######## block 1 ########
Block 1, M4 wires:
Scale: 4 px per micron. Supply wires on this layer in gray.
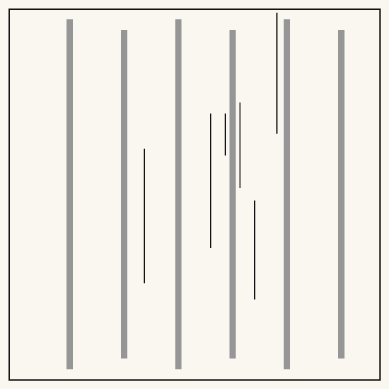

**src/rtl/regfile_2r1w.sv**
```systemverilog
// Parametrised 2-read/1-write register file with per-register pending (scoreboard) bits.
// Per-register storage and per-port read logic are replicated via generate arrays.

module regfile_2r1w_entry #(
    parameter int WIDTH = 8
) (
    input  logic             clk,
    input  logic             rst,
    input  logic             we,
    input  logic             lk,
    input  logic [WIDTH-1:0] wdata,
    output logic [WIDTH-1:0] q,
    output logic             pend_d
);
    logic pend_q;

    // A lock at the same edge as the write-back wins: a new producer is in flight.
    assign pend_d = lk ? 1'b1 : (we ? 1'b0 : pend_q);

    always_ff @(posedge clk or negedge rst) begin
        if (!rst) begin
            q      <= '0;
            pend_q <= 1'b0;
        end else begin
            if (we) q <= wdata;
            pend_q <= pend_d;
        end
    end
endmodule

module regfile_2r1w_rport #(
    parameter int WIDTH    = 8,
    parameter int ADDR_W   = 2,
    parameter int ZERO_REG = 0,
    parameter int BYPASS   = 1
) (
    input  logic                                clk,
    input  logic                                rst,
    input  logic                                ren,
    input  logic [ADDR_W-1:0]                   raddr,
    input  logic [(1<<ADDR_W)-1:0][WIDTH-1:0]   mem,
    input  logic [(1<<ADDR_W)-1:0]              pend_d,
    input  logic                                wr_ok,
    input  logic [ADDR_W-1:0]                   waddr,
    input  logic [WIDTH-1:0]                    wdata,
    output logic [WIDTH-1:0]                    rdata,
    output logic                                busy
);
    logic [WIDTH-1:0] src;

    always_comb begin
        src = mem[raddr];
        if (ZERO_REG != 0 && raddr == '0)
            src = '0;
        else if (BYPASS != 0 && wr_ok && waddr == raddr)
            src = wdata;
    end

    // busy reports the post-edge pending state, so it already reflects this edge's write/lock.
    always_ff @(posedge clk or negedge rst) begin
        if (!rst) begin
            rdata <= '0;
            busy  <= 1'b0;
        end else if (ren) begin
            rdata <= src;
            busy  <= pend_d[raddr];
        end
    end
endmodule

module regfile_2r1w #(
    parameter int WIDTH    = 8,
    parameter int ADDR_W   = 2,
    parameter int ZERO_REG = 0,
    parameter int BYPASS   = 1
) (
    input  logic              clk,
    input  logic              rst,
    input  logic              write,
    input  logic [ADDR_W-1:0] waddr,
    input  logic [WIDTH-1:0]  wdata,
    input  logic              lock,
    input  logic [ADDR_W-1:0] lock_addr,
    input  logic              ren_a,
    input  logic [ADDR_W-1:0] raddr_a,
    output logic [WIDTH-1:0]  rdata_a,
    output logic              busy_a,
    input  logic              ren_b,
    input  logic [ADDR_W-1:0] raddr_b,
    output logic [WIDTH-1:0]  rdata_b,
    output logic              busy_b
);
    localparam int DEPTH = 1 << ADDR_W;

    logic                        wr_ok, lk_ok;
    logic [DEPTH-1:0][WIDTH-1:0] mem;
    logic [DEPTH-1:0]            pend_d;

    // Register 0 swallows writes and locks entirely when it is hardwired to zero.
    assign wr_ok = write && !(ZERO_REG != 0 && waddr == '0);
    assign lk_ok = lock && !(ZERO_REG != 0 && lock_addr == '0);

    for (genvar i = 0; i < DEPTH; i++) begin : g_ent
        regfile_2r1w_entry #(.WIDTH(WIDTH)) u_ent (
            .clk    (clk),
            .rst    (rst),
            .we     (wr_ok && waddr == ADDR_W'(i)),
            .lk     (lk_ok && lock_addr == ADDR_W'(i)),
            .wdata  (wdata),
            .q      (mem[i]),
            .pend_d (pend_d[i])
        );
    end

    logic [1:0]                   ren_v, busy_v;
    logic [1:0][ADDR_W-1:0]       raddr_v;
    logic [1:0][WIDTH-1:0]        rdata_v;

    assign ren_v   = {ren_b, ren_a};
    assign raddr_v = {raddr_b, raddr_a};

    for (genvar p = 0; p < 2; p++) begin : g_rp
        regfile_2r1w_rport #(
            .WIDTH(WIDTH), .ADDR_W(ADDR_W), .ZERO_REG(ZERO_REG), .BYPASS(BYPASS)
        ) u_rp (
            .clk    (clk),
            .rst    (rst),
            .ren    (ren_v[p]),
            .raddr  (raddr_v[p]),
            .mem    (mem),
            .pend_d (pend_d),
            .wr_ok  (wr_ok),
            .waddr  (waddr),
            .wdata  (wdata),
            .rdata  (rdata_v[p]),
            .busy   (busy_v[p])
        );
    end

    assign rdata_a = rdata_v[0];
    assign rdata_b = rdata_v[1];
    assign busy_a  = busy_v[0];
    assign busy_b  = busy_v[1];
endmodule

```
**config.mk**
```make
export PLATFORM = sky130hd
export DESIGN_NAME = regfile_2r1w
export DESIGN_NICKNAME = d
export VERILOG_FILES = /design/src/rtl/regfile_2r1w.sv
export SDC_FILE = /design/constraint.sdc
export NUM_CORES = 1
export LEC_CHECK = 0
export ABC_AREA = 1
export ABC_CLOCK_PERIOD_IN_PS = 1450
export CORE_UTILIZATION = 35
export CTS_CLUSTER_SIZE = 12
export DETAILED_ROUTE_END_ITERATION = 10
export GPL_TIMING_DRIVEN = 0
export MAX_ROUTING_LAYER = met4
export SLEW_MARGIN = 30
export SYNTH_ARGS = -nofsm -noshare
export SYNTH_HDL_FRONTEND = slang
export SYNTH_SLANG_ARGS = --single-unit
export TNS_END_PERCENT = 20
```
**constraint.sdc**
```tcl
create_clock -name clk -period 1.45 [get_ports clk]
set_clock_uncertainty 0.15 [all_clocks]
set_input_delay 0.29 -clock clk [delete_from_list [all_inputs] [get_ports clk]]
set_output_delay 0.29 -clock clk [all_outputs]
set_load 0.01 [all_outputs]
```
######## block 2 ########
**src/rtl/div_tick_sync_pkg.sv**
```systemverilog
// div_tick_sync_pkg
//   Definitions shared by the divided-clock receiver and the ripple divider
//   that drives it.
//   - DIV_CNT_W / DIV_TIMEOUT : default period-counter width and stall timeout.
//     The divider uses the same width, so the receiver can always count one
//     full output period of the slowest divider tap.
//   - state_e : lock-tracking FSM states.
//   - dbg_t   : debug view of the receiver (FSM state and raw edge events).
package div_tick_sync_pkg;

  localparam int DIV_CNT_W   = 28;
  // Half of the counter range: a stall is declared well before saturation.
  localparam int DIV_TIMEOUT = 134217728;

  typedef enum logic [1:0] {
    IDLE    = 2'd0,
    MEASURE = 2'd1,
    LOCKED  = 2'd2
  } state_e;

  typedef struct packed {
    state_e state;
    logic   rise_ev;
    logic   fall_ev;
  } dbg_t;

endpackage

```
**src/rtl/div_edge_sync.sv**
```systemverilog
// div_edge_sync
//   Brings the asynchronous divided clock into the clk domain and turns its
//   edges into events and registered single-cycle ticks.
//   Ports:
//     clk, rst (sync, active-high)
//     div_in    : asynchronous divided-clock input
//     rise_ev   : combinational, synchronized level went 0 -> 1 this cycle
//     fall_ev   : combinational, synchronized level went 1 -> 0 this cycle
//     tick_rise : rise_ev delayed one cycle (registered, glitch-free)
//     tick_fall : fall_ev delayed one cycle
//   SYNC_STAGES must be at least 2.
module div_edge_sync #(
  parameter int SYNC_STAGES = 2
) (
  input  logic clk,
  input  logic rst,
  input  logic div_in,
  output logic rise_ev,
  output logic fall_ev,
  output logic tick_rise,
  output logic tick_fall
);

  logic [SYNC_STAGES-1:0] sync_q;
  logic [SYNC_STAGES-1:0] sync_d;
  logic                   s_prev_q;
  logic                   s_prev_d;
  logic                   tick_rise_q;
  logic                   tick_rise_d;
  logic                   tick_fall_q;
  logic                   tick_fall_d;
  logic                   s;

  // Only sync_q[SYNC_STAGES-1] is ever compared against the history flop,
  // so a level that is seen once yields exactly one event, and a glitch
  // that is missed by stage 0 yields none.
  always_comb begin
    sync_d      = {sync_q[SYNC_STAGES-2:0], div_in};
    s           = sync_q[SYNC_STAGES-1];
    rise_ev     = s & ~s_prev_q;
    fall_ev     = ~s & s_prev_q;
    s_prev_d    = s;
    tick_rise_d = rise_ev;
    tick_fall_d = fall_ev;
  end

  always_ff @(posedge clk) begin
    if (rst) begin
      sync_q      <= '0;
      s_prev_q    <= 1'b0;
      tick_rise_q <= 1'b0;
      tick_fall_q <= 1'b0;
    end else begin
      sync_q      <= sync_d;
      s_prev_q    <= s_prev_d;
      tick_rise_q <= tick_rise_d;
      tick_fall_q <= tick_fall_d;
    end
  end

  assign tick_rise = tick_rise_q;
  assign tick_fall = tick_fall_q;

endmodule

```
**src/rtl/div_tick_sync.sv**
```systemverilog
// div_tick_sync
//   Receiving end of the ripple clock divider. Produces clock-enable ticks
//   for each edge of the divided clock, measures its rise-to-rise period in
//   clk cycles and tracks whether that period is stable (locked) or whether
//   the input has stopped toggling (stalled).
//   Ports:
//     clk, rst (sync, active-high)
//     div_in       : asynchronous divided-clock input
//     tick_rise    : one-cycle pulse per synchronized rising edge
//     tick_fall    : one-cycle pulse per synchronized falling edge
//     period       : last measured period in clk cycles (CNT_W bits)
//     period_valid : period holds a measurement taken since the last stall
//     locked       : LOCK_COUNT consecutive periods matched within TOL
//     stalled      : no rising edge for TIMEOUT cycles
//     dbg          : FSM state plus raw rise/fall events
//   Period behaviour:
//     The first rise after reset or stall only starts the measurement; the
//     second rise produces the first period. A match compares each new
//     period with the previous one, so slow drift is tolerated.
module div_tick_sync
  import div_tick_sync_pkg::*;
#(
  parameter int SYNC_STAGES = 2,
  parameter int CNT_W       = DIV_CNT_W,
  parameter int TIMEOUT     = DIV_TIMEOUT,
  parameter int TOL         = 2,
  parameter int LOCK_COUNT  = 4
) (
  input  logic             clk,
  input  logic             rst,
  input  logic             div_in,
  output logic             tick_rise,
  output logic             tick_fall,
  output logic [CNT_W-1:0] period,
  output logic             period_valid,
  output logic             locked,
  output logic             stalled,
  output dbg_t             dbg
);

  localparam int MC_W = $clog2(LOCK_COUNT + 1);

  localparam logic [CNT_W-1:0] CNT_MAX   = '1;
  localparam logic [CNT_W-1:0] CNT_ONE   = CNT_W'(1);
  localparam logic [CNT_W-1:0] TIMEOUT_C = CNT_W'(TIMEOUT);
  localparam logic [CNT_W:0]   TOL_C     = (CNT_W + 1)'(TOL);
  localparam logic [CNT_W:0]   DIFF_ONE  = (CNT_W + 1)'(1);
  localparam logic [MC_W-1:0]  MC_LOCK   = MC_W'(LOCK_COUNT);
  localparam logic [MC_W-1:0]  MC_ONE    = MC_W'(1);

  logic rise_ev;
  logic fall_ev;

  div_edge_sync #(
    .SYNC_STAGES(SYNC_STAGES)
  ) u_edge_sync (
    .clk      (clk),
    .rst      (rst),
    .div_in   (div_in),
    .rise_ev  (rise_ev),
    .fall_ev  (fall_ev),
    .tick_rise(tick_rise),
    .tick_fall(tick_fall)
  );

  state_e            state_q;
  state_e            state_d;
  logic [CNT_W-1:0]  cnt_q;
  logic [CNT_W-1:0]  cnt_d;
  logic [CNT_W-1:0]  period_q;
  logic [CNT_W-1:0]  period_d;
  logic              period_valid_q;
  logic              period_valid_d;
  logic              locked_q;
  logic              locked_d;
  logic              stalled_q;
  logic              stalled_d;
  logic [MC_W-1:0]   match_cnt_q;
  logic [MC_W-1:0]   match_cnt_d;

  logic [CNT_W-1:0]  cnt_inc;     // saturating cnt+1, also the measured value m
  logic [CNT_W:0]    diff;        // m - period with a spare sign bit
  logic [CNT_W:0]    abs_diff;
  logic              is_match;
  logic              timeout_hit;
  logic [MC_W-1:0]   mc_inc;

  // Datapath: saturating increment, non-wrapping distance, match test.
  always_comb begin
    cnt_inc     = (cnt_q == CNT_MAX) ? cnt_q : cnt_q + CNT_ONE;
    diff        = {1'b0, cnt_inc} - {1'b0, period_q};
    abs_diff    = diff[CNT_W] ? (~diff + DIFF_ONE) : diff;
    is_match    = period_valid_q && (abs_diff <= TOL_C);
    timeout_hit = (cnt_inc == TIMEOUT_C);
    mc_inc      = (match_cnt_q == MC_LOCK) ? match_cnt_q : match_cnt_q + MC_ONE;
  end

  // Lock-tracking FSM. rise_ev is tested before the timeout so a rise on
  // the timeout cycle keeps the measurement alive.
  always_comb begin
    state_d        = state_q;
    cnt_d          = cnt_q;
    period_d       = period_q;
    period_valid_d = period_valid_q;
    locked_d       = locked_q;
    stalled_d      = stalled_q;
    match_cnt_d    = match_cnt_q;

    unique case (state_q)
      IDLE: begin
        cnt_d = '0;
        if (rise_ev) begin
          state_d     = MEASURE;
          stalled_d   = 1'b0;
          match_cnt_d = '0;
        end
      end

      MEASURE: begin
        if (rise_ev) begin
          cnt_d          = '0;
          period_d       = cnt_inc;
          period_valid_d = 1'b1;
          if (is_match) begin
            match_cnt_d = mc_inc;
            if (mc_inc == MC_LOCK) begin
              state_d  = LOCKED;
              locked_d = 1'b1;
            end
          end else begin
            match_cnt_d = '0;
          end
        end else if (timeout_hit) begin
          state_d        = IDLE;
          cnt_d          = '0;
          stalled_d      = 1'b1;
          locked_d       = 1'b0;
          period_valid_d = 1'b0;
          match_cnt_d    = '0;
        end else begin
          cnt_d = cnt_inc;
        end
      end

      LOCKED: begin
        if (rise_ev) begin
          cnt_d    = '0;
          period_d = cnt_inc;
          if (is_match) begin
            match_cnt_d = mc_inc;
          end else begin
            state_d     = MEASURE;
            locked_d    = 1'b0;
            match_cnt_d = '0;
          end
        end else if (timeout_hit) begin
          state_d        = IDLE;
          cnt_d          = '0;
          stalled_d      = 1'b1;
          locked_d       = 1'b0;
          period_valid_d = 1'b0;
          match_cnt_d    = '0;
        end else begin
          cnt_d = cnt_inc;
        end
      end

      default: begin
        state_d = IDLE;
      end
    endcase
  end

  always_ff @(posedge clk) begin
    if (rst) begin
      state_q        <= IDLE;
      cnt_q          <= '0;
      period_q       <= '0;
      period_valid_q <= 1'b0;
      locked_q       <= 1'b0;
      stalled_q      <= 1'b0;
      match_cnt_q    <= '0;
    end else begin
      state_q        <= state_d;
      cnt_q          <= cnt_d;
      period_q       <= period_d;
      period_valid_q <= period_valid_d;
      locked_q       <= locked_d;
      stalled_q      <= stalled_d;
      match_cnt_q    <= match_cnt_d;
    end
  end

  assign period       = period_q;
  assign period_valid = period_valid_q;
  assign locked       = locked_q;
  assign stalled      = stalled_q;

  always_comb begin
    dbg.state   = state_q;
    dbg.rise_ev = rise_ev;
    dbg.fall_ev = fall_ev;
  end

endmodule
```
**config.mk**
```make
export PLATFORM = sky130hd
export DESIGN_NAME = div_tick_sync
export DESIGN_NICKNAME = d
export VERILOG_FILES = /design/src/rtl/div_tick_sync_pkg.sv /design/src/rtl/div_edge_sync.sv /design/src/rtl/div_tick_sync.sv
export SDC_FILE = /design/constraint.sdc
export NUM_CORES = 1
export LEC_CHECK = 0
export CAP_MARGIN = 20
export CORE_UTILIZATION = 40
export CTS_CLUSTER_DIAMETER = 60
export DETAILED_ROUTE_END_ITERATION = 16
export PLACE_DENSITY_LB_ADDON = 0.2
export RECOVER_POWER = 100
export SYNTH_ARGS = -nofsm -noshare
export SYNTH_HDL_FRONTEND = slang
export SYNTH_SLANG_ARGS = --single-unit
```
**constraint.sdc**
```tcl
create_clock -name clk -period 13.6 [get_ports clk]
set_input_delay 2.72 -clock clk [delete_from_list [all_inputs] [get_ports clk]]
set_output_delay 2.72 -clock clk [all_outputs]
set_load 0.01 [all_outputs]
```
######## block 3 ########
### config.mk
export PLATFORM = sky130hd
export DESIGN_NAME = alu_sequencer_flat
export DESIGN_NICKNAME = d
export VERILOG_FILES = /design/src/rtl/alu_pkg.sv /design/src/rtl/alu_sequencer_if.sv /design/src/rtl/z_capture_reg.sv /design/src/rtl/alu_sequencer.sv /design/src/flat_wrapper.sv
export SDC_FILE = /design/constraint.sdc
export NUM_CORES = 1
export LEC_CHECK = 0
export ABC_CLOCK_PERIOD_IN_PS = 4800
export CAP_MARGIN = 20
export CORE_AREA = 4 4 162 132
export CTS_CLUSTER_SIZE = 20
export DETAILED_ROUTE_END_ITERATION = 8
export DIE_AREA = 0 0 166 136
export GPL_TIMING_DRIVEN = 0
export PLACE_DENSITY = 0.61
export SYNTH_ARGS = -nofsm -noshare
export SYNTH_HDL_FRONTEND = slang
export SYNTH_SLANG_ARGS = --single-unit
### constraint.sdc
create_clock -name clk -period 4.8 [get_ports clk]
set_input_delay 1.2 -clock clk [delete_from_list [all_inputs] [get_ports clk]]
set_output_delay 1.2 -clock clk [all_outputs]
set_load 0.05 [all_outputs]
### src/rtl/alu_pkg.sv
// Shared definitions for the ALU control sequencer: opcodes, write-back
// destinations, FSM state encoding and the operation legality check.
package alu_pkg;

  localparam logic [4:0] OP_ADD = 5'b00011;
  localparam logic [4:0] OP_SUB = 5'b00100;
  localparam logic [4:0] OP_AND = 5'b00101;
  localparam logic [4:0] OP_OR  = 5'b00110;
  localparam logic [4:0] OP_ROR = 5'b00111;
  localparam logic [4:0] OP_ROL = 5'b01000;
  localparam logic [4:0] OP_SHR = 5'b01001;
  localparam logic [4:0] OP_SHRA = 5'b01010;
  localparam logic [4:0] OP_SHL = 5'b01011;
  localparam logic [4:0] OP_ADDI = 5'b01100;
  localparam logic [4:0] OP_ANDI = 5'b01101;
  localparam logic [4:0] OP_ORI = 5'b01110;
  localparam logic [4:0] OP_MUL = 5'b01111;
  localparam logic [4:0] OP_DIV = 5'b10000;
  localparam logic [4:0] OP_NEG = 5'b10001;
  localparam logic [4:0] OP_NOT = 5'b10010;

  localparam logic [4:0] OP_MIN = OP_ADD;
  localparam logic [4:0] OP_MAX = OP_NOT;

  localparam logic [1:0] DEST_GPR = 2'b00;
  localparam logic [1:0] DEST_LO  = 2'b01;
  localparam logic [1:0] DEST_HI  = 2'b10;

  typedef enum logic [2:0] {
    ST_IDLE   = 3'd0,
    ST_LOAD_Y = 3'd1,
    ST_EXEC   = 3'd2,
    ST_WB_LO  = 3'd3,
    ST_WB_HI  = 3'd4
  } alu_state_e;

  // mul/div produce a 64-bit result returned as two beats.
  function automatic logic is_wide(input logic [4:0] op);
    return (op == OP_MUL) || (op == OP_DIV);
  endfunction

  function automatic logic op_legal(input logic [4:0] op, input logic [31:0] b,
                                    input logic div0_trap);
    logic in_range;
    in_range = (op >= OP_MIN) && (op <= OP_MAX);
    return in_range && !(div0_trap && (op == OP_DIV) && (b == 32'd0));
  endfunction

endpackage

### src/rtl/alu_sequencer_if.sv
// Request, ALU-side and write-back signals of the ALU sequencer.
// Handshakes: a transfer happens on a rising edge where valid (start / wb_valid)
// and ready (start_ready / wb_ready) are both high; a presented beat holds stable until then.
interface alu_sequencer_if;
  import alu_pkg::*;

  logic        start;
  logic        start_ready;
  logic [4:0]  op;
  logic [31:0] a;
  logic [31:0] b;
  logic        busy;
  logic [4:0]  alu_instruction;
  logic [31:0] alu_y;
  logic [31:0] alu_b;
  logic [31:0] alu_z_hi;
  logic [31:0] alu_z_lo;
  logic        wb_valid;
  logic        wb_ready;
  logic [31:0] wb_data;
  logic [1:0]  wb_dest;
  logic        illegal;
  alu_state_e  dbg_state;

  modport master (
    output start, op, a, b, alu_z_hi, alu_z_lo, wb_ready,
    input  start_ready, busy, alu_instruction, alu_y, alu_b,
           wb_valid, wb_data, wb_dest, illegal, dbg_state
  );

  modport slave (
    input  start, op, a, b, alu_z_hi, alu_z_lo, wb_ready,
    output start_ready, busy, alu_instruction, alu_y, alu_b,
           wb_valid, wb_data, wb_dest, illegal, dbg_state
  );

endinterface

### src/rtl/z_capture_reg.sv
// 64-bit result register with load enable and asynchronous active-high clear.
module z_capture_reg (
  input  logic        clk,
  input  logic        clr,
  input  logic        load,
  input  logic [63:0] d,
  output logic [63:0] q
);

  always_ff @(posedge clk or posedge clr) begin
    if (clr) begin
      q <= 64'd0;
    end else if (load) begin
      q <= d;
    end
  end

endmodule

### src/rtl/alu_sequencer.sv
// Multi-cycle control stage around the combinational ALU: accepts an op,
// loads Y, executes, captures Z and returns it over a ready/valid write-back port.
module alu_sequencer
  import alu_pkg::*;
#(
  parameter bit DIV0_TRAP = 1'b1
) (
  input logic             clk,
  input logic             clr,
  alu_sequencer_if.slave  bus
);

  alu_state_e  state_q, state_d;
  logic [4:0]  op_q;
  logic [31:0] b_q;
  logic [31:0] y_q;
  logic [63:0] z_q;
  logic        accept;
  logic        wide_op;
  logic        op_ok;

  assign accept  = (state_q == ST_IDLE) && bus.start;
  assign wide_op = is_wide(op_q);
  assign op_ok   = op_legal(op_q, b_q, DIV0_TRAP);

  always_ff @(posedge clk or posedge clr) begin
    if (clr) begin
      state_q <= ST_IDLE;
      op_q    <= 5'd0;
      b_q     <= 32'd0;
      y_q     <= 32'd0;
    end else begin
      state_q <= state_d;
      if (accept) begin
        op_q <= bus.op;
        b_q  <= bus.b;
        y_q  <= bus.a;
      end
    end
  end

  always_comb begin
    state_d = state_q;
    case (state_q)
      ST_IDLE:   if (bus.start) state_d = ST_LOAD_Y;
      ST_LOAD_Y: state_d = op_ok ? ST_EXEC : ST_IDLE;
      ST_EXEC:   state_d = ST_WB_LO;
      ST_WB_LO:  if (bus.wb_ready) state_d = wide_op ? ST_WB_HI : ST_IDLE;
      ST_WB_HI:  if (bus.wb_ready) state_d = ST_IDLE;
      default:   state_d = ST_IDLE;
    endcase
  end

  // Z takes the ALU output exactly as presented during EXEC.
  z_capture_reg u_z_capture_reg (
    .clk  (clk),
    .clr  (clr),
    .load (state_q == ST_EXEC),
    .d    ({bus.alu_z_hi, bus.alu_z_lo}),
    .q    (z_q)
  );

  // Every output is a decode of registered state/data only.
  always_comb begin
    bus.start_ready     = 1'b0;
    bus.busy            = 1'b1;
    bus.alu_instruction = 5'd0;
    bus.alu_b           = 32'd0;
    bus.wb_valid        = 1'b0;
    bus.wb_data         = 32'd0;
    bus.wb_dest         = DEST_GPR;
    bus.illegal         = 1'b0;
    case (state_q)
      ST_IDLE: begin
        bus.start_ready = 1'b1;
        bus.busy        = 1'b0;
      end
      ST_LOAD_Y: bus.illegal = !op_ok;
      ST_EXEC: begin
        bus.alu_instruction = op_q;
        bus.alu_b           = b_q;
      end
      ST_WB_LO: begin
        bus.wb_valid = 1'b1;
        bus.wb_data  = z_q[31:0];
        bus.wb_dest  = wide_op ? DEST_LO : DEST_GPR;
      end
      ST_WB_HI: begin
        bus.wb_valid = 1'b1;
        bus.wb_data  = z_q[63:32];
        bus.wb_dest  = DEST_HI;
      end
      default: ;
    endcase
  end

  assign bus.alu_y     = y_q;
  assign bus.dbg_state = state_q;

endmodule
### src/flat_wrapper.sv
// flat-port wrapper written by rule: the top's interface ports become plain ports
module alu_sequencer_flat import alu_pkg::*;
#(
  parameter bit DIV0_TRAP = 1'b1
)
  (clk, clr, bus_start, bus_op, bus_a, bus_b, bus_alu_z_hi, bus_alu_z_lo, bus_wb_ready, bus_start_ready, bus_busy, bus_alu_instruction, bus_alu_y, bus_alu_b, bus_wb_valid, bus_wb_data, bus_wb_dest, bus_illegal, bus_dbg_state);
  alu_sequencer_if bus_i ();
  input logic clk;
  input logic clr;
  input wire logic [$bits(bus_i.start)-1:0] bus_start;
  input wire logic [$bits(bus_i.op)-1:0] bus_op;
  input wire logic [$bits(bus_i.a)-1:0] bus_a;
  input wire logic [$bits(bus_i.b)-1:0] bus_b;
  input wire logic [$bits(bus_i.alu_z_hi)-1:0] bus_alu_z_hi;
  input wire logic [$bits(bus_i.alu_z_lo)-1:0] bus_alu_z_lo;
  input wire logic [$bits(bus_i.wb_ready)-1:0] bus_wb_ready;
  output wire logic [$bits(bus_i.start_ready)-1:0] bus_start_ready;
  output wire logic [$bits(bus_i.busy)-1:0] bus_busy;
  output wire logic [$bits(bus_i.alu_instruction)-1:0] bus_alu_instruction;
  output wire logic [$bits(bus_i.alu_y)-1:0] bus_alu_y;
  output wire logic [$bits(bus_i.alu_b)-1:0] bus_alu_b;
  output wire logic [$bits(bus_i.wb_valid)-1:0] bus_wb_valid;
  output wire logic [$bits(bus_i.wb_data)-1:0] bus_wb_data;
  output wire logic [$bits(bus_i.wb_dest)-1:0] bus_wb_dest;
  output wire logic [$bits(bus_i.illegal)-1:0] bus_illegal;
  output wire logic [$bits(bus_i.dbg_state)-1:0] bus_dbg_state;
  assign bus_i.start = bus_start;
  assign bus_i.op = bus_op;
  assign bus_i.a = bus_a;
  assign bus_i.b = bus_b;
  assign bus_i.alu_z_hi = bus_alu_z_hi;
  assign bus_i.alu_z_lo = bus_alu_z_lo;
  assign bus_i.wb_ready = bus_wb_ready;
  assign bus_start_ready = bus_i.start_ready;
  assign bus_busy = bus_i.busy;
  assign bus_alu_instruction = bus_i.alu_instruction;
  assign bus_alu_y = bus_i.alu_y;
  assign bus_alu_b = bus_i.alu_b;
  assign bus_wb_valid = bus_i.wb_valid;
  assign bus_wb_data = bus_i.wb_data;
  assign bus_wb_dest = bus_i.wb_dest;
  assign bus_illegal = bus_i.illegal;
  assign bus_dbg_state = bus_i.dbg_state;
  alu_sequencer #(.DIV0_TRAP(DIV0_TRAP)) u_core (.clk(clk), .clr(clr), .bus(bus_i));
endmodule
######## block 4 ########
==> src/rtl/draw_image_rect.sv <==
// draw_image_rect: overlays a 48x64 ROM image on the pixel stream at (xpos, ypos).
// Optional macro DRAW_IMAGE_TRANSPARENT_EN enables KEY_RGB colour-keyed transparency.
//
// Ports:
//   clk, rst_n            pixel clock, asynchronous active-low reset
//   xpos, ypos            rectangle top-left corner, latched at frame start
//   hcount_in, vcount_in  pixel counters from the timing chain
//   hsync/vsync/hblnk/vblnk_in, rgb_in   timing strobes and background colour
//   pixel_addr            ROM address {y_rel[5:0], x_rel[5:0]}
//   rgb_pixel             ROM data, valid one cycle after pixel_addr
//   *_out                 all inputs delayed 3 cycles, rgb_out composed colour
module draw_image_rect #(
    parameter int          IMG_W   = 48,
    parameter int          IMG_H   = 64,
    parameter logic [11:0] KEY_RGB = 12'h0F0
) (
    input  logic        clk,
    input  logic        rst_n,
    input  logic [10:0] xpos,
    input  logic [10:0] ypos,
    input  logic [10:0] hcount_in,
    input  logic [10:0] vcount_in,
    input  logic        hsync_in,
    input  logic        vsync_in,
    input  logic        hblnk_in,
    input  logic        vblnk_in,
    input  logic [11:0] rgb_in,
    output logic [11:0] pixel_addr,
    input  logic [11:0] rgb_pixel,
    output logic [10:0] hcount_out,
    output logic [10:0] vcount_out,
    output logic        hsync_out,
    output logic        vsync_out,
    output logic        hblnk_out,
    output logic        vblnk_out,
    output logic [11:0] rgb_out
);

`ifdef DRAW_IMAGE_TRANSPARENT_EN
    localparam logic TRANSP = 1'b1;
`else
    localparam logic TRANSP = 1'b0;
`endif

    logic [10:0] xpos_l, ypos_l;

    // 12-bit compares so the right/bottom edge never wraps past 2047
    logic [11:0] h12, v12, xl12, yl12, xe12, ye12;
    logic        in_rect;
    logic [5:0]  x_rel, y_rel;
    logic        frame_start;

    assign h12  = {1'b0, hcount_in};
    assign v12  = {1'b0, vcount_in};
    assign xl12 = {1'b0, xpos_l};
    assign yl12 = {1'b0, ypos_l};
    assign xe12 = xl12 + 12'(IMG_W);
    assign ye12 = yl12 + 12'(IMG_H);

    assign in_rect = (h12 >= xl12) && (h12 < xe12) &&
                     (v12 >= yl12) && (v12 < ye12);

    // low 6 bits of the difference depend only on the low 6 bits
    assign x_rel = hcount_in[5:0] - xpos_l[5:0];
    assign y_rel = vcount_in[5:0] - ypos_l[5:0];

    assign frame_start = (hcount_in == 11'd0) && (vcount_in == 11'd0);

    // stage 1 delay registers
    logic [10:0] d1_hcount, d1_vcount;
    logic        d1_hsync, d1_vsync, d1_hblnk, d1_vblnk, d1_in_rect;
    logic [11:0] d1_rgb;

    // stage 2 delay registers
    logic [10:0] d2_hcount, d2_vcount;
    logic        d2_hsync, d2_vsync, d2_hblnk, d2_vblnk, d2_in_rect;
    logic [11:0] d2_rgb;

    logic [11:0] rgb_nxt;
    logic        show_bg;

    // position latch; the frame-start pixel itself still uses the old values
    always_ff @(posedge clk or negedge rst_n) begin
        if (!rst_n) begin
            xpos_l <= '0;
            ypos_l <= '0;
        end else if (frame_start) begin
            xpos_l <= xpos;
            ypos_l <= ypos;
        end
    end

    always_ff @(posedge clk or negedge rst_n) begin
        if (!rst_n) begin
            pixel_addr <= '0;
            d1_hcount  <= '0;
            d1_vcount  <= '0;
            d1_hsync   <= 1'b0;
            d1_vsync   <= 1'b0;
            d1_hblnk   <= 1'b0;
            d1_vblnk   <= 1'b0;
            d1_in_rect <= 1'b0;
            d1_rgb     <= '0;
        end else begin
            if (in_rect)
                pixel_addr <= {y_rel, x_rel};
            d1_hcount  <= hcount_in;
            d1_vcount  <= vcount_in;
            d1_hsync   <= hsync_in;
            d1_vsync   <= vsync_in;
            d1_hblnk   <= hblnk_in;
            d1_vblnk   <= vblnk_in;
            d1_in_rect <= in_rect;
            d1_rgb     <= rgb_in;
        end
    end

    // stage 2 lines up with the external ROM register
    always_ff @(posedge clk or negedge rst_n) begin
        if (!rst_n) begin
            d2_hcount  <= '0;
            d2_vcount  <= '0;
            d2_hsync   <= 1'b0;
            d2_vsync   <= 1'b0;
            d2_hblnk   <= 1'b0;
            d2_vblnk   <= 1'b0;
            d2_in_rect <= 1'b0;
            d2_rgb     <= '0;
        end else begin
            d2_hcount  <= d1_hcount;
            d2_vcount  <= d1_vcount;
            d2_hsync   <= d1_hsync;
            d2_vsync   <= d1_vsync;
            d2_hblnk   <= d1_hblnk;
            d2_vblnk   <= d1_vblnk;
            d2_in_rect <= d1_in_rect;
            d2_rgb     <= d1_rgb;
        end
    end

    assign show_bg = TRANSP && (rgb_pixel == KEY_RGB);

    always_comb begin
        rgb_nxt = d2_rgb;
        if (d2_hblnk || d2_vblnk)
            rgb_nxt = 12'h000;
        else if (d2_in_rect && !show_bg)
            rgb_nxt = rgb_pixel;
    end

    always_ff @(posedge clk or negedge rst_n) begin
        if (!rst_n) begin
            hcount_out <= '0;
            vcount_out <= '0;
            hsync_out  <= 1'b0;
            vsync_out  <= 1'b0;
            hblnk_out  <= 1'b0;
            vblnk_out  <= 1'b0;
            rgb_out    <= '0;
        end else begin
            hcount_out <= d2_hcount;
            vcount_out <= d2_vcount;
            hsync_out  <= d2_hsync;
            vsync_out  <= d2_vsync;
            hblnk_out  <= d2_hblnk;
            vblnk_out  <= d2_vblnk;
            rgb_out    <= rgb_nxt;
        end
    end

endmodule

==> config.mk <==
export PLATFORM = sky130hd
export DESIGN_NAME = draw_image_rect
export DESIGN_NICKNAME = d
export VERILOG_FILES = /design/src/rtl/draw_image_rect.sv
export SDC_FILE = /design/constraint.sdc
export NUM_CORES = 1
export LEC_CHECK = 0
export ABC_AREA = 1
export CORE_ASPECT_RATIO = 0.9
export CORE_MARGIN = 2
export CORE_UTILIZATION = 51
export DETAILED_ROUTE_END_ITERATION = 6
export PLACE_DENSITY = 0.8
export SETUP_SLACK_MARGIN = 0.15
export SLEW_MARGIN = 20
export SYNTH_ARGS = -nofsm -noshare
export SYNTH_HDL_FRONTEND = slang
export SYNTH_SLANG_ARGS = --single-unit
==> constraint.sdc <==
create_clock -name clk -period 2.4 [get_ports clk]
set_input_delay 0.36 -clock clk [delete_from_list [all_inputs] [get_ports clk]]
set_output_delay 0.36 -clock clk [all_outputs]
set_load 0.02 [all_outputs]
Block 2, wiring heat map:
Scale: 3 px per micron. 27 x 27 tiles, from white (low) to dark blue (high), scaled to the fullest tile. Values are wire area over tile area, all layers added.
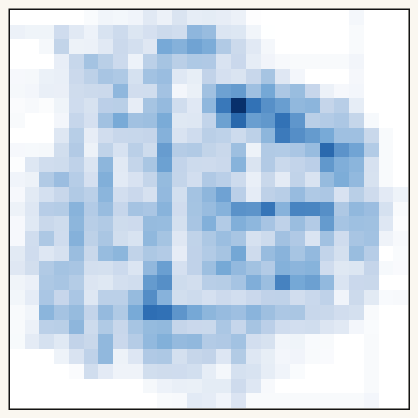
- densest ninth of the die: center
- nearly empty tiles: 17%
- emptiest ninth of the die: south-east
- tiles over half the peak: 6.4%
- fullest tile: 0.87
- mean over tiles: 0.19

==> impl_metrics.json, block 2 <==
{
  "holdCritStartpoint": "u_edge_sync.s_prev_q",
  "finalMaxSlewViolations": 73,
  "part_of_the_yosys_area_used_for_sequential_elements": 0.202,
  "failing_checks": "max-capacitance violations, max-slew violations",
  "clk_pin_slew_worst_paths_ns": 0.06,
  "timing.critical_path.arrival_ns": 7.57,
  "chipWidth_microns": 133,
  "result_of_the_run": "complete, but fails checks",
  "synth.yosys.warnings": 0,
  "dpl.hpwl_microns": 15700,
  "layout.clock.cell_area_share": 0.0448,
  "top_layer": "met4",
  "warning_count": 30,
  "holdPathStages": 1,
  "vias_per_cell": 6.02,
  "dr_total_vias": 7085,
  "utilization": 0.458,
  "setup_repair_after_global_routing_missed_its_margin": "no",
  "cap_viol_max_count": 1,
  "synth.cellmix.simpleShare": 0.298
}
-- block 2: placed cells by master (no fill, tap or decap), drive strengths merged, types with 7 or more instances in the layout --
master       netlist  final
nor4              12     12
nor2b             10     10
nand2b            12     12
and3              25     25
nand2             87     87
o211ai            13     13
nand4             23     23
dlygate4sd3        0     37
a211oi            36     36
xor2              13     13
inv               65     68
o21a              10     10
a21o              10     10
a21oi             94     94
xnor2             30     30
nand3             33     33
or2                7      7
and2              11     11
nor3              30     30
or3               15     15
and4              11     11
o21ai             38     38
buf               18      7
dfxtp             69     69
nor2              81     81
a31oi             10     10
ha                35     35
clkbuf            39     12
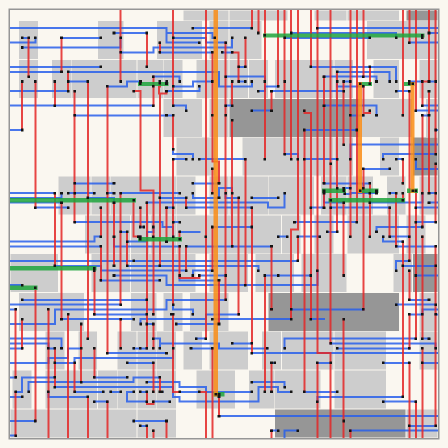
Block 4: close-up of the layout
Window x 44 to 74, y 17 to 47 microns. Cells in gray, sequential cells in the stronger gray; small squares are vias.
- green: met3
- red: met2
- blue: met1
- orange: met4
- most frequent: nand2_1 (25), inv_1 (9), buf_4 (9)
- netlist names of flops here include: pixel_addr (2), d1_vcount (1)
- cells with their middle in the window: 83
- sequential cells in the window: 3

==> impl_metrics.json, block 4 <==
{
  "result_of_the_run": "completed",
  "synth.cell_area_sq_um": 5920,
  "top_layer": "met4",
  "enable_flop_cells": 0,
  "cts_num_sinks": 150,
  "drc": 0,
  "utilization": 0.743,
  "fa_ha_area_frac": 0.0829,
  "synth_async_sr_flop_share": 1.00,
  "top_power_group": "registers",
  "minimum_clock_period_after_layout_ns": 2.17,
  "drt_pass1_iterations": 4,
  "ys.flop_type": "sky130_fd_sc_hd__dfrtp_1",
  "yosys.cell_types.count": 31,
  "route.layer.met1.wl_microns": 5840,
  "synthTopLogicFamily": "simple AND/OR/NAND/NOR gates",
  "number_of_standard_cell_rows_in_the_floorplan": 37,
  "relSlewSlack": 0.667
}
[block 4: registers in the layout (all words and copies together), names as in the netlist, 11 cells and up]
register / cells
d2_vcount: 11
d1_rgb: 12
rgb_out: 12
pixel_addr: 12
d1_hcount: 11
xpos_l: 11
d1_vcount: 11
ypos_l: 11
d2_rgb: 12
vcount_out: 11
d2_hcount: 11
hcount_out: 11
[block 4: area by class of cell]
class                           count  area share
Multi-Input combinational cell    318       0.241
Tap cell                          156      0.0231
Timing Repair Buffer              162       0.185
Clock buffer                       24      0.0605
Inverter                           74      0.0334
Sequential cell                   150       0.444
Clock inverter                      6      0.0133
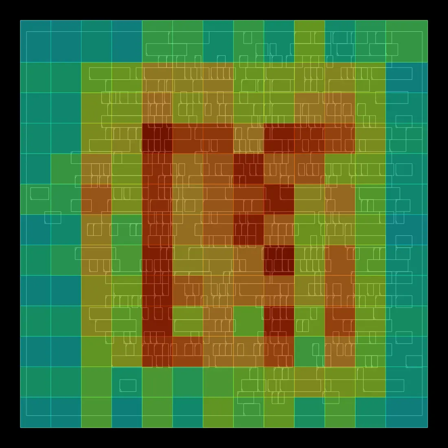
Block 1: routing congestion map
GRT Overall Usage: 0.207
met2 Resource Use GR: 0.325
global-route met1 utilization: 0.270

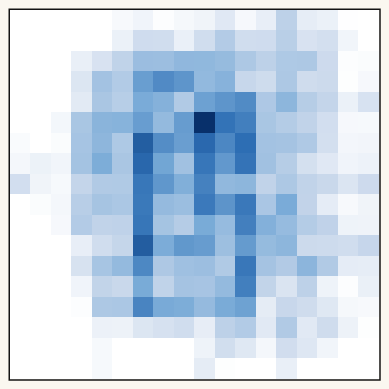
Block 1: wiring heat map
Scale: 4 px per micron. 18 x 18 tiles, from white (low) to dark blue (high), scaled to the fullest tile. Values are wire area over tile area, all layers added.
- fullest tile: 0.64
- mean over tiles: 0.16
- tiles over half the peak: 12%
- nearly empty tiles: 23%
- emptiest ninth of the die: south-west
- densest ninth of the die: center

Notes on 'M4 wires' of block 1 above:
- longest straight run: 33.3 microns
- share of all routed wire: 1.8%
- wire length on this layer: 152 microns
- nets with wire on the layer: 6

==> impl_metrics.json, block 1 <==
{
  "result_of_the_run": "completed",
  "clk_root_buffer_cell": "sky130_fd_sc_hd__clkbuf_8",
  "cts_setup_buffers": 1,
  "drc": 0,
  "die_height_microns": 92.3,
  "maximum_number_of_pins_on_one_net_before_global_route_repair": 33,
  "clk_pin_slew_worst_paths_ns": 0.10,
  "worstSetupEndpointType": "output port",
  "setup.reg_to_reg.worst_slack_ns": 0.35,
  "placed_area_sq_um": 3360,
  "netlist.top_cell.by_instances": "sky130_fd_sc_hd__nand2_1",
  "ff_latch_area_sq_um": 1350,
  "net-switching-power_mw": 1.24,
  "design.core.area_sq_um": 7810,
  "vdd.ir_drop.worst_mv": 0.442,
  "floorplan_utilization": 0.366,
  "nNonClkBuffers": 57,
  "yosysTopAreaCellShare": 0.473,
  "worst_setup_path_endpoint": "rdata_a[1]",
  "cts.path.max_buffers": 2,
  "total_leakage_power_nw": 1.81,
  "met2RoutedLength_microns": 3880,
  "drt_pass1_iterations": 5,
  "worst_r2r_startpoint": "g_ent[1].u_ent.q[0]",
  "critical_path.max_stage_delay_ns": 0.39,
  "route.detailed.wl_per_inst_microns": 15.1,
  "synth_async_sr_flop_share": 1.00,
  "synth.net_count": 421,
  "number_of_standard_cell_rows_in_the_floorplan": 32
}
-- block 1: through the flow --
| step | setup TNS [ns] | util |
|---|---|---|
| 5_1_grt | 0 | 0.460 |
| 3_3_place_gp | -128.17 | 0.428 |
| 3_5_place_dp | -33.29 | 0.430 |
| 6_report | 0 | 0.460 |
| 2_1_floorplan | 0 | - |
| 4_1_cts | -1.12 | 0.454 |
-- block 1: cells by family (layout without fill, tap and decap cells) --
kind of cell,after synthesis,in the layout,share of synthesized area
buf+inv,43,90,0.0737
xor+xnor,2,2,0.00614
flops,54,54,0.473
simple gates,250,250,0.359
compound gates,50,50,0.0877
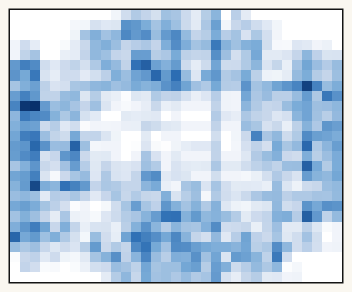
Block 3: wiring heat map
Scale: 2 px per micron. 33 x 27 tiles, from white (low) to dark blue (high), scaled to the fullest tile. Values are wire area over tile area, all layers added.
- tiles over half the peak: 17%
- fullest tile: 0.42
- mean over tiles: 0.12
- emptiest ninth of the die: center
- nearly empty tiles: 11%

==> impl_metrics.json, block 3 <==
{
  "global_route.usage.total": 0.160,
  "route.detailed.wl_per_inst_microns": 18.5,
  "layout.cells.most_common_list": "246 x sky130_fd_sc_hd__clkdlybuf4s50_1, 136 x sky130_fd_sc_hd__dfrtp_1, 123 x sky130_fd_sc_hd__mux2_2",
  "floorplan.io_pins": 247,
  "clock_tree_from_tritoncts": "done",
  "drive_above_1_share": 0.275,
  "post_cts_resized": 0,
  "synthTopLogicFamily": "multiplexers",
  "area_growth_syn_to_layout_pct": 58.0,
  "post-synth-top-area-cell": "sky130_fd_sc_hd__dfrtp_1",
  "worst_clock_skew_ns": 0.00825,
  "placed_area_sq_um": 8710,
  "netlist.top_cell.by_instances": "sky130_fd_sc_hd__dfrtp_1",
  "first_iter_violations": 121,
  "crit_path_max_delay_cell_type": "sky130_fd_sc_hd__clkdlybuf4s50_1",
  "power.combinational.total_mw": 3.64,
  "stdcell_area_sq_um": 9250,
  "drc": 0,
  "dpl.hpwl_microns": 13400,
  "total_leakage_power_nw": 3.72,
  "result_of_the_run": "completed",
  "finalMaxSlewViolations": 0
}
==> block 3: per-layer routing <==
layer | up-vias | wire [microns] | track usage
met5 | - | 0 | 0
met4 | 0 | 194 | 0.0376
met3 | 14 | 1350 | 0.0669
met2 | 156 | 8120 | 0.254
met1 | 2098 | 7910 | 0.206
li1 | 1986 | - | -
==> block 3: cell type report <==
type,count,area [sq um]
Multi-Input combinational cell,237,2270
Inverter,4,18.8
Tap cell,264,330
Sequential cell,136,3400
Clock inverter,12,93.8
Clock buffer,20,447
Fill cell,1781,10500
Timing Repair Buffer,249,2520
Buffer,26,173

######## block 5 ########
<file path="config.mk">
export PLATFORM = sky130hd
export DESIGN_NAME = fifo_wr_arbiter
export DESIGN_NICKNAME = d
export VERILOG_FILES = /design/src/rtl/fifo_pkg.sv /design/src/rtl/fifo_wr_arbiter_rr_pick.sv /design/src/rtl/fifo_wr_arbiter.sv
export SDC_FILE = /design/constraint.sdc
export NUM_CORES = 1
export LEC_CHECK = 0
export ABC_AREA = 1
export CAP_MARGIN = 20
export CORE_ASPECT_RATIO = 1.75
export CORE_MARGIN = 2
export CORE_UTILIZATION = 41
export CTS_BUF_LIST = sky130_fd_sc_hd__clkbuf_2
export DETAILED_ROUTE_END_ITERATION = 6
export PLACE_DENSITY = 0.9
export SLEW_MARGIN = 20
export SYNTH_ARGS = -nofsm -noshare
export SYNTH_HDL_FRONTEND = slang
export SYNTH_SLANG_ARGS = --single-unit
</file>
<file path="constraint.sdc">
create_clock -name clk -period 1.82 [get_ports clk]
set_input_delay 0.273 -clock clk [delete_from_list [all_inputs] [get_ports clk]]
set_output_delay 0.273 -clock clk [all_outputs]
set_load 0.02 [all_outputs]
</file>
<file path="src/rtl/fifo_pkg.sv">
// Shared types and helpers for the FIFO write-side arbitration logic.
// Latency: none (declarations only).
// Backpressure: n/a.
package fifo_pkg;

    // Arbiter FSM: ARB searches for a requester, HOLD owns the FIFO write port.
    typedef enum logic {
        ARB  = 1'b0,
        HOLD = 1'b1
    } arb_state_t;

    localparam int DEFAULT_DATA_W = 8;

    // Ceiling log2 for sizing index and counter fields; clog2(1) = 0.
    function automatic int clog2(input int value);
        int r;
        r = 0;
        for (int v = value - 1; v > 0; v = v >> 1) begin
            r = r + 1;
        end
        return r;
    endfunction

endpackage

</file>
<file path="src/rtl/fifo_wr_arbiter_rr_pick.sv">
// Round-robin search: first set bit of req starting at start, wrapping mod N.
// Latency: purely combinational.
// Backpressure: none; the caller decides when the result is consumed.
module rr_pick #(
    parameter int N     = 4,
    parameter int IDX_W = 2
) (
    input  logic [N-1:0]     req,
    input  logic [IDX_W-1:0] start,
    output logic             found,
    output logic [IDX_W-1:0] idx
);

    int               pos;
    logic [IDX_W-1:0] cand;

    // Walk the cyclic order backwards so the last hit kept is the first in order.
    always_comb begin
        found = 1'b0;
        idx   = '0;
        pos   = 0;
        cand  = '0;
        for (int k = N - 1; k >= 0; k--) begin
            pos  = (int'(start) + k) % N;
            cand = IDX_W'(pos);
            if (req[cand]) begin
                found = 1'b1;
                idx   = cand;
            end
        end
    end

endmodule

</file>
<file path="src/rtl/fifo_wr_arbiter.sv">
// Round-robin, burst-bounded arbiter sharing one FIFO write port among NUM_REQ requesters.
// Latency: 1 ARB cycle from request to grant, then one word per cycle while granted.
// Backpressure: fifo_w_full and clk_en combinationally drop req_ready/fifo_w_en; full never releases a grant.
module fifo_wr_arbiter
    import fifo_pkg::*;
#(
    parameter  int NUM_REQ   = 4,
    parameter  int DATA_W    = DEFAULT_DATA_W,
    parameter  int BURST_MAX = 4,
    localparam int ID_W      = (clog2(NUM_REQ) < 1) ? 1 : clog2(NUM_REQ)
) (
    input  logic                      clk,
    input  logic                      reset,
    input  logic                      clk_en,
    input  logic [NUM_REQ-1:0]        req_valid,
    input  logic [NUM_REQ*DATA_W-1:0] req_data,
    output logic [NUM_REQ-1:0]        req_ready,
    output logic                      fifo_w_en,
    output logic [DATA_W-1:0]         fifo_w_data,
    input  logic                      fifo_w_full,
    output logic                      grant_valid,
    output logic [ID_W-1:0]           grant_id
);

    localparam int CNT_W = (clog2(BURST_MAX + 1) < 1) ? 1 : clog2(BURST_MAX + 1);
    localparam logic [CNT_W-1:0] LAST_BEAT = CNT_W'(BURST_MAX - 1);

    arb_state_t       state, state_nxt;
    logic [ID_W-1:0]  rr_ptr, rr_ptr_nxt;
    logic [ID_W-1:0]  grant_id_nxt;
    logic [CNT_W-1:0] burst_cnt, burst_cnt_nxt;

    logic              pick_found;
    logic [ID_W-1:0]   pick_idx;
    logic [DATA_W-1:0] data_arr [NUM_REQ];
    logic              cur_valid;
    logic              xfer;

    // Unpack the flat data bus so the grant mux is a plain array index.
    for (genvar i = 0; i < NUM_REQ; i++) begin : g_unpack
        assign data_arr[i] = req_data[i*DATA_W +: DATA_W];
    end

    rr_pick #(
        .N     (NUM_REQ),
        .IDX_W (ID_W)
    ) u_rr_pick (
        .req   (req_valid),
        .start (rr_ptr),
        .found (pick_found),
        .idx   (pick_idx)
    );

    assign cur_valid   = req_valid[grant_id];
    assign xfer        = (state == HOLD) && clk_en && cur_valid && !fifo_w_full;
    assign grant_valid = (state == HOLD);

    // Next-state and write-port drive; full/clk_en gate the port in the same cycle.
    always_comb begin
        state_nxt     = state;
        rr_ptr_nxt    = rr_ptr;
        grant_id_nxt  = grant_id;
        burst_cnt_nxt = burst_cnt;
        req_ready     = '0;
        fifo_w_en     = 1'b0;
        fifo_w_data   = '0;
        case (state)
            ARB: begin
                if (pick_found) begin
                    grant_id_nxt  = pick_idx;
                    burst_cnt_nxt = '0;
                    state_nxt     = HOLD;
                end
            end
            HOLD: begin
                req_ready[grant_id] = clk_en && !fifo_w_full;
                fifo_w_en           = xfer;
                fifo_w_data         = data_arr[grant_id];
                if ((xfer && burst_cnt == LAST_BEAT) || !cur_valid) begin
                    // Burst exhausted or requester idle: hand the next search to g+1.
                    rr_ptr_nxt    = ID_W'((int'(grant_id) + 1) % NUM_REQ);
                    burst_cnt_nxt = '0;
                    state_nxt     = ARB;
                end else if (xfer) begin
                    burst_cnt_nxt = burst_cnt + 1'b1;
                end
            end
            default: state_nxt = ARB;
        endcase
    end

    // State registers; everything freezes while clk_en is low.
    always_ff @(posedge clk or negedge reset) begin
        if (!reset) begin
            state     <= ARB;
            rr_ptr    <= '0;
            grant_id  <= '0;
            burst_cnt <= '0;
        end else if (clk_en) begin
            state     <= state_nxt;
            rr_ptr    <= rr_ptr_nxt;
            grant_id  <= grant_id_nxt;
            burst_cnt <= burst_cnt_nxt;
        end
    end

endmodule

</file>
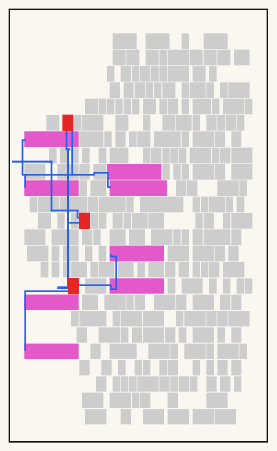
Block 5: clock network drawn from the DEF
Scale: 6 px per micron.
- red: cells driving clock nets (count 3)
- magenta: flip-flops (count 8)
- blue: clock wires (length 123 microns)
- routed clock nets: 4

==> impl_metrics.json <==
{
  "sum_of_negative_setup_slack_ns": 0,
  "final-nonclk-buf-share": 0.361,
  "dp.cells": 275,
  "placed_area_sq_um": 1760,
  "max_flop_register": "burst_cnt",
  "first_iter_violations": 19,
  "cts.htree.levels": 1,
  "tap_count": 26,
  "result_of_the_run": "completed",
  "cts_inserted_buffers": 3,
  "chipWidth_microns": 42.8,
  "place_congestion": 0.865,
  "ys.flop_type": "sky130_fd_sc_hd__dfrtp_1",
  "relSlewSlack": 0.717,
  "total_leakage_power_nw": 0.860,
  "nNonClkInverters": 20,
  "grt_first_pass_wirelength_microns": 5900,
  "crit_path_max_delay_cell_type": "sky130_fd_sc_hd__clkdlybuf4s50_1",
  "synthTopLogicFamily": "simple AND/OR/NAND/NOR gates"
}
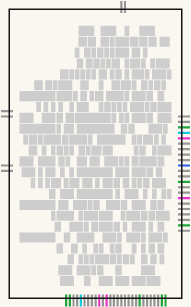
Block 5: ports around the boundary
Scale: 4 px per micron. Pins as bars across the die edge, other pins in gray.
- blue: fifo_w_en (pins 1; direction output; edge east)
- magenta: req_ready (pins 4; direction output; edge 2 east, 2 south)
- cyan: grant_id (pins 2; direction output; edge 1 east, 1 south)
- green: fifo_w_data (pins 8; direction output; edge 5 south, 3 east)
- all pins by edge: 28 south, 22 east, 4 west, 2 north

## worst paths after layout
check                             start  depth (start not counted)  slack [ns]      endpoint
max                         grant_id[0]                          2        0.10   grant_id[0]
min                               reset                          1        0.32  burst_cnt[2]
max reg2reg                 grant_id[0]                          9        0.26  burst_cnt[2]
max in group asynchronous         reset                          1        1.21   grant_id[0]
min reg2reg                burst_cnt[2]                          2        0.47  burst_cnt[2]
min in group clk           burst_cnt[2]                          2        0.47  burst_cnt[2]


==> gallery <==
Routing congestion map.
(a)
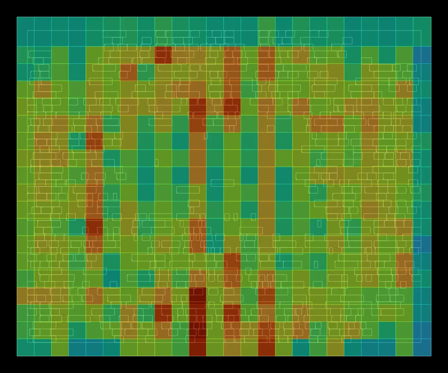
(b)
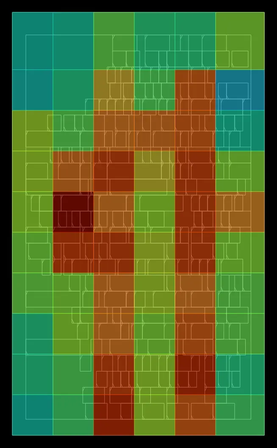
(c)
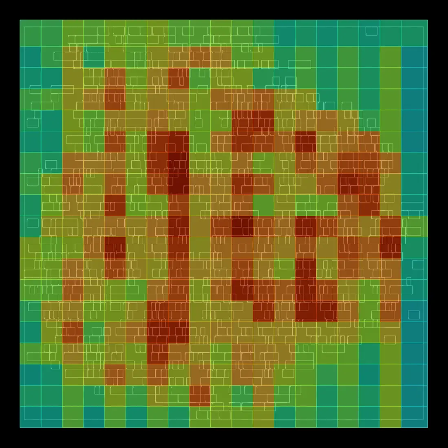
(d)
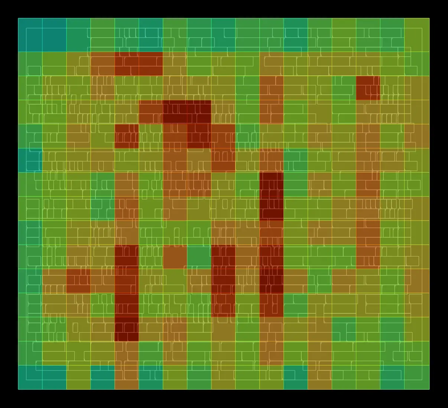
(c) is block 2.
(b) is block 5.
(a) is block 3.
(d) is block 4.


==> layout pictures side by side <==
Selected gate families.
panel A
Scale: 6 px per micron.
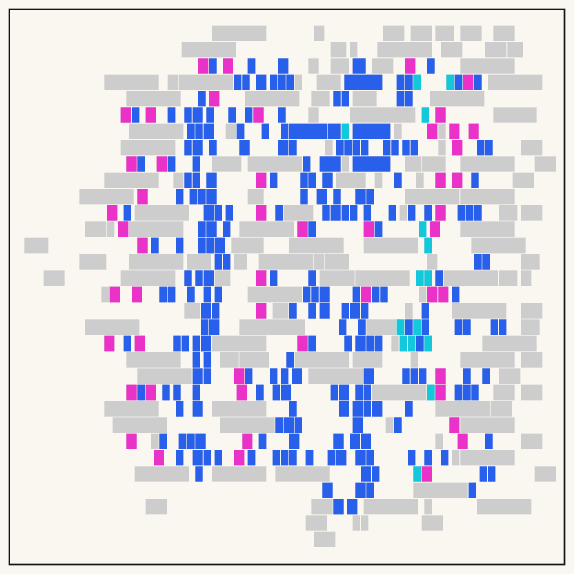
panel B
Scale: 4 px per micron.
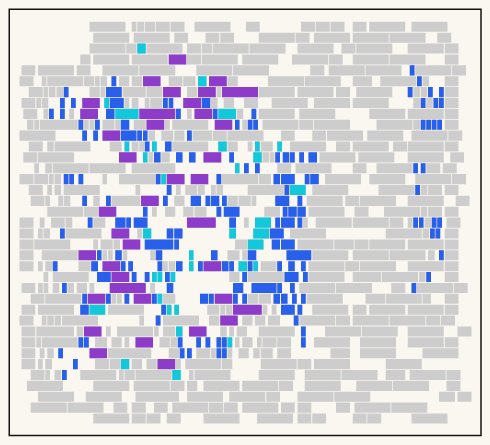
panel C
Scale: 10 px per micron.
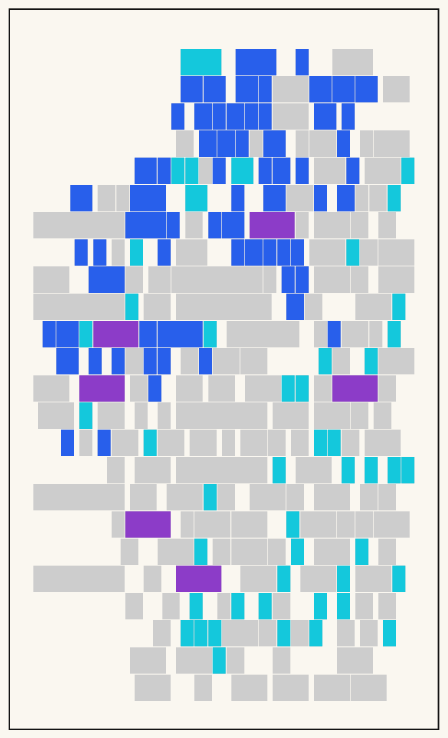
panel D
Scale: 4 px per micron.
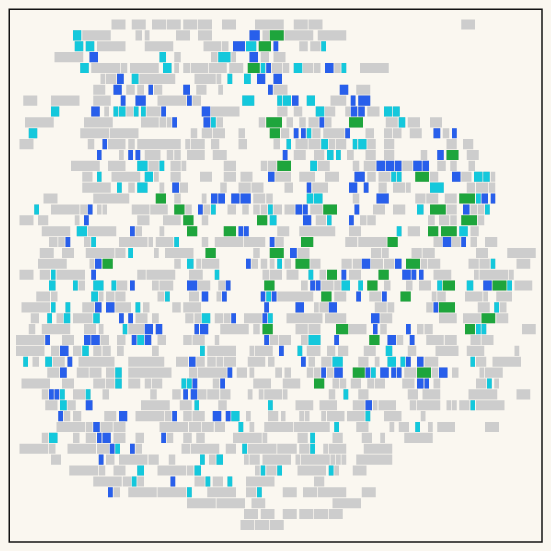
panel E
Scale: 3 px per micron.
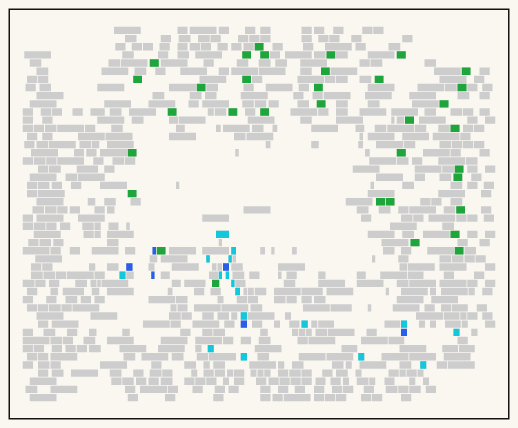
The one with the smallest die is panel C.
- panel D = block 2
- panel A = block 1
- panel B = block 4
- panel E = block 3
- panel C = block 5

Key to panel D:
- green: AND-OR and OR-AND gates (cells 45)
- blue: NAND gates (cells 163)
- cyan: NOR gates (cells 142; where spread over the die)

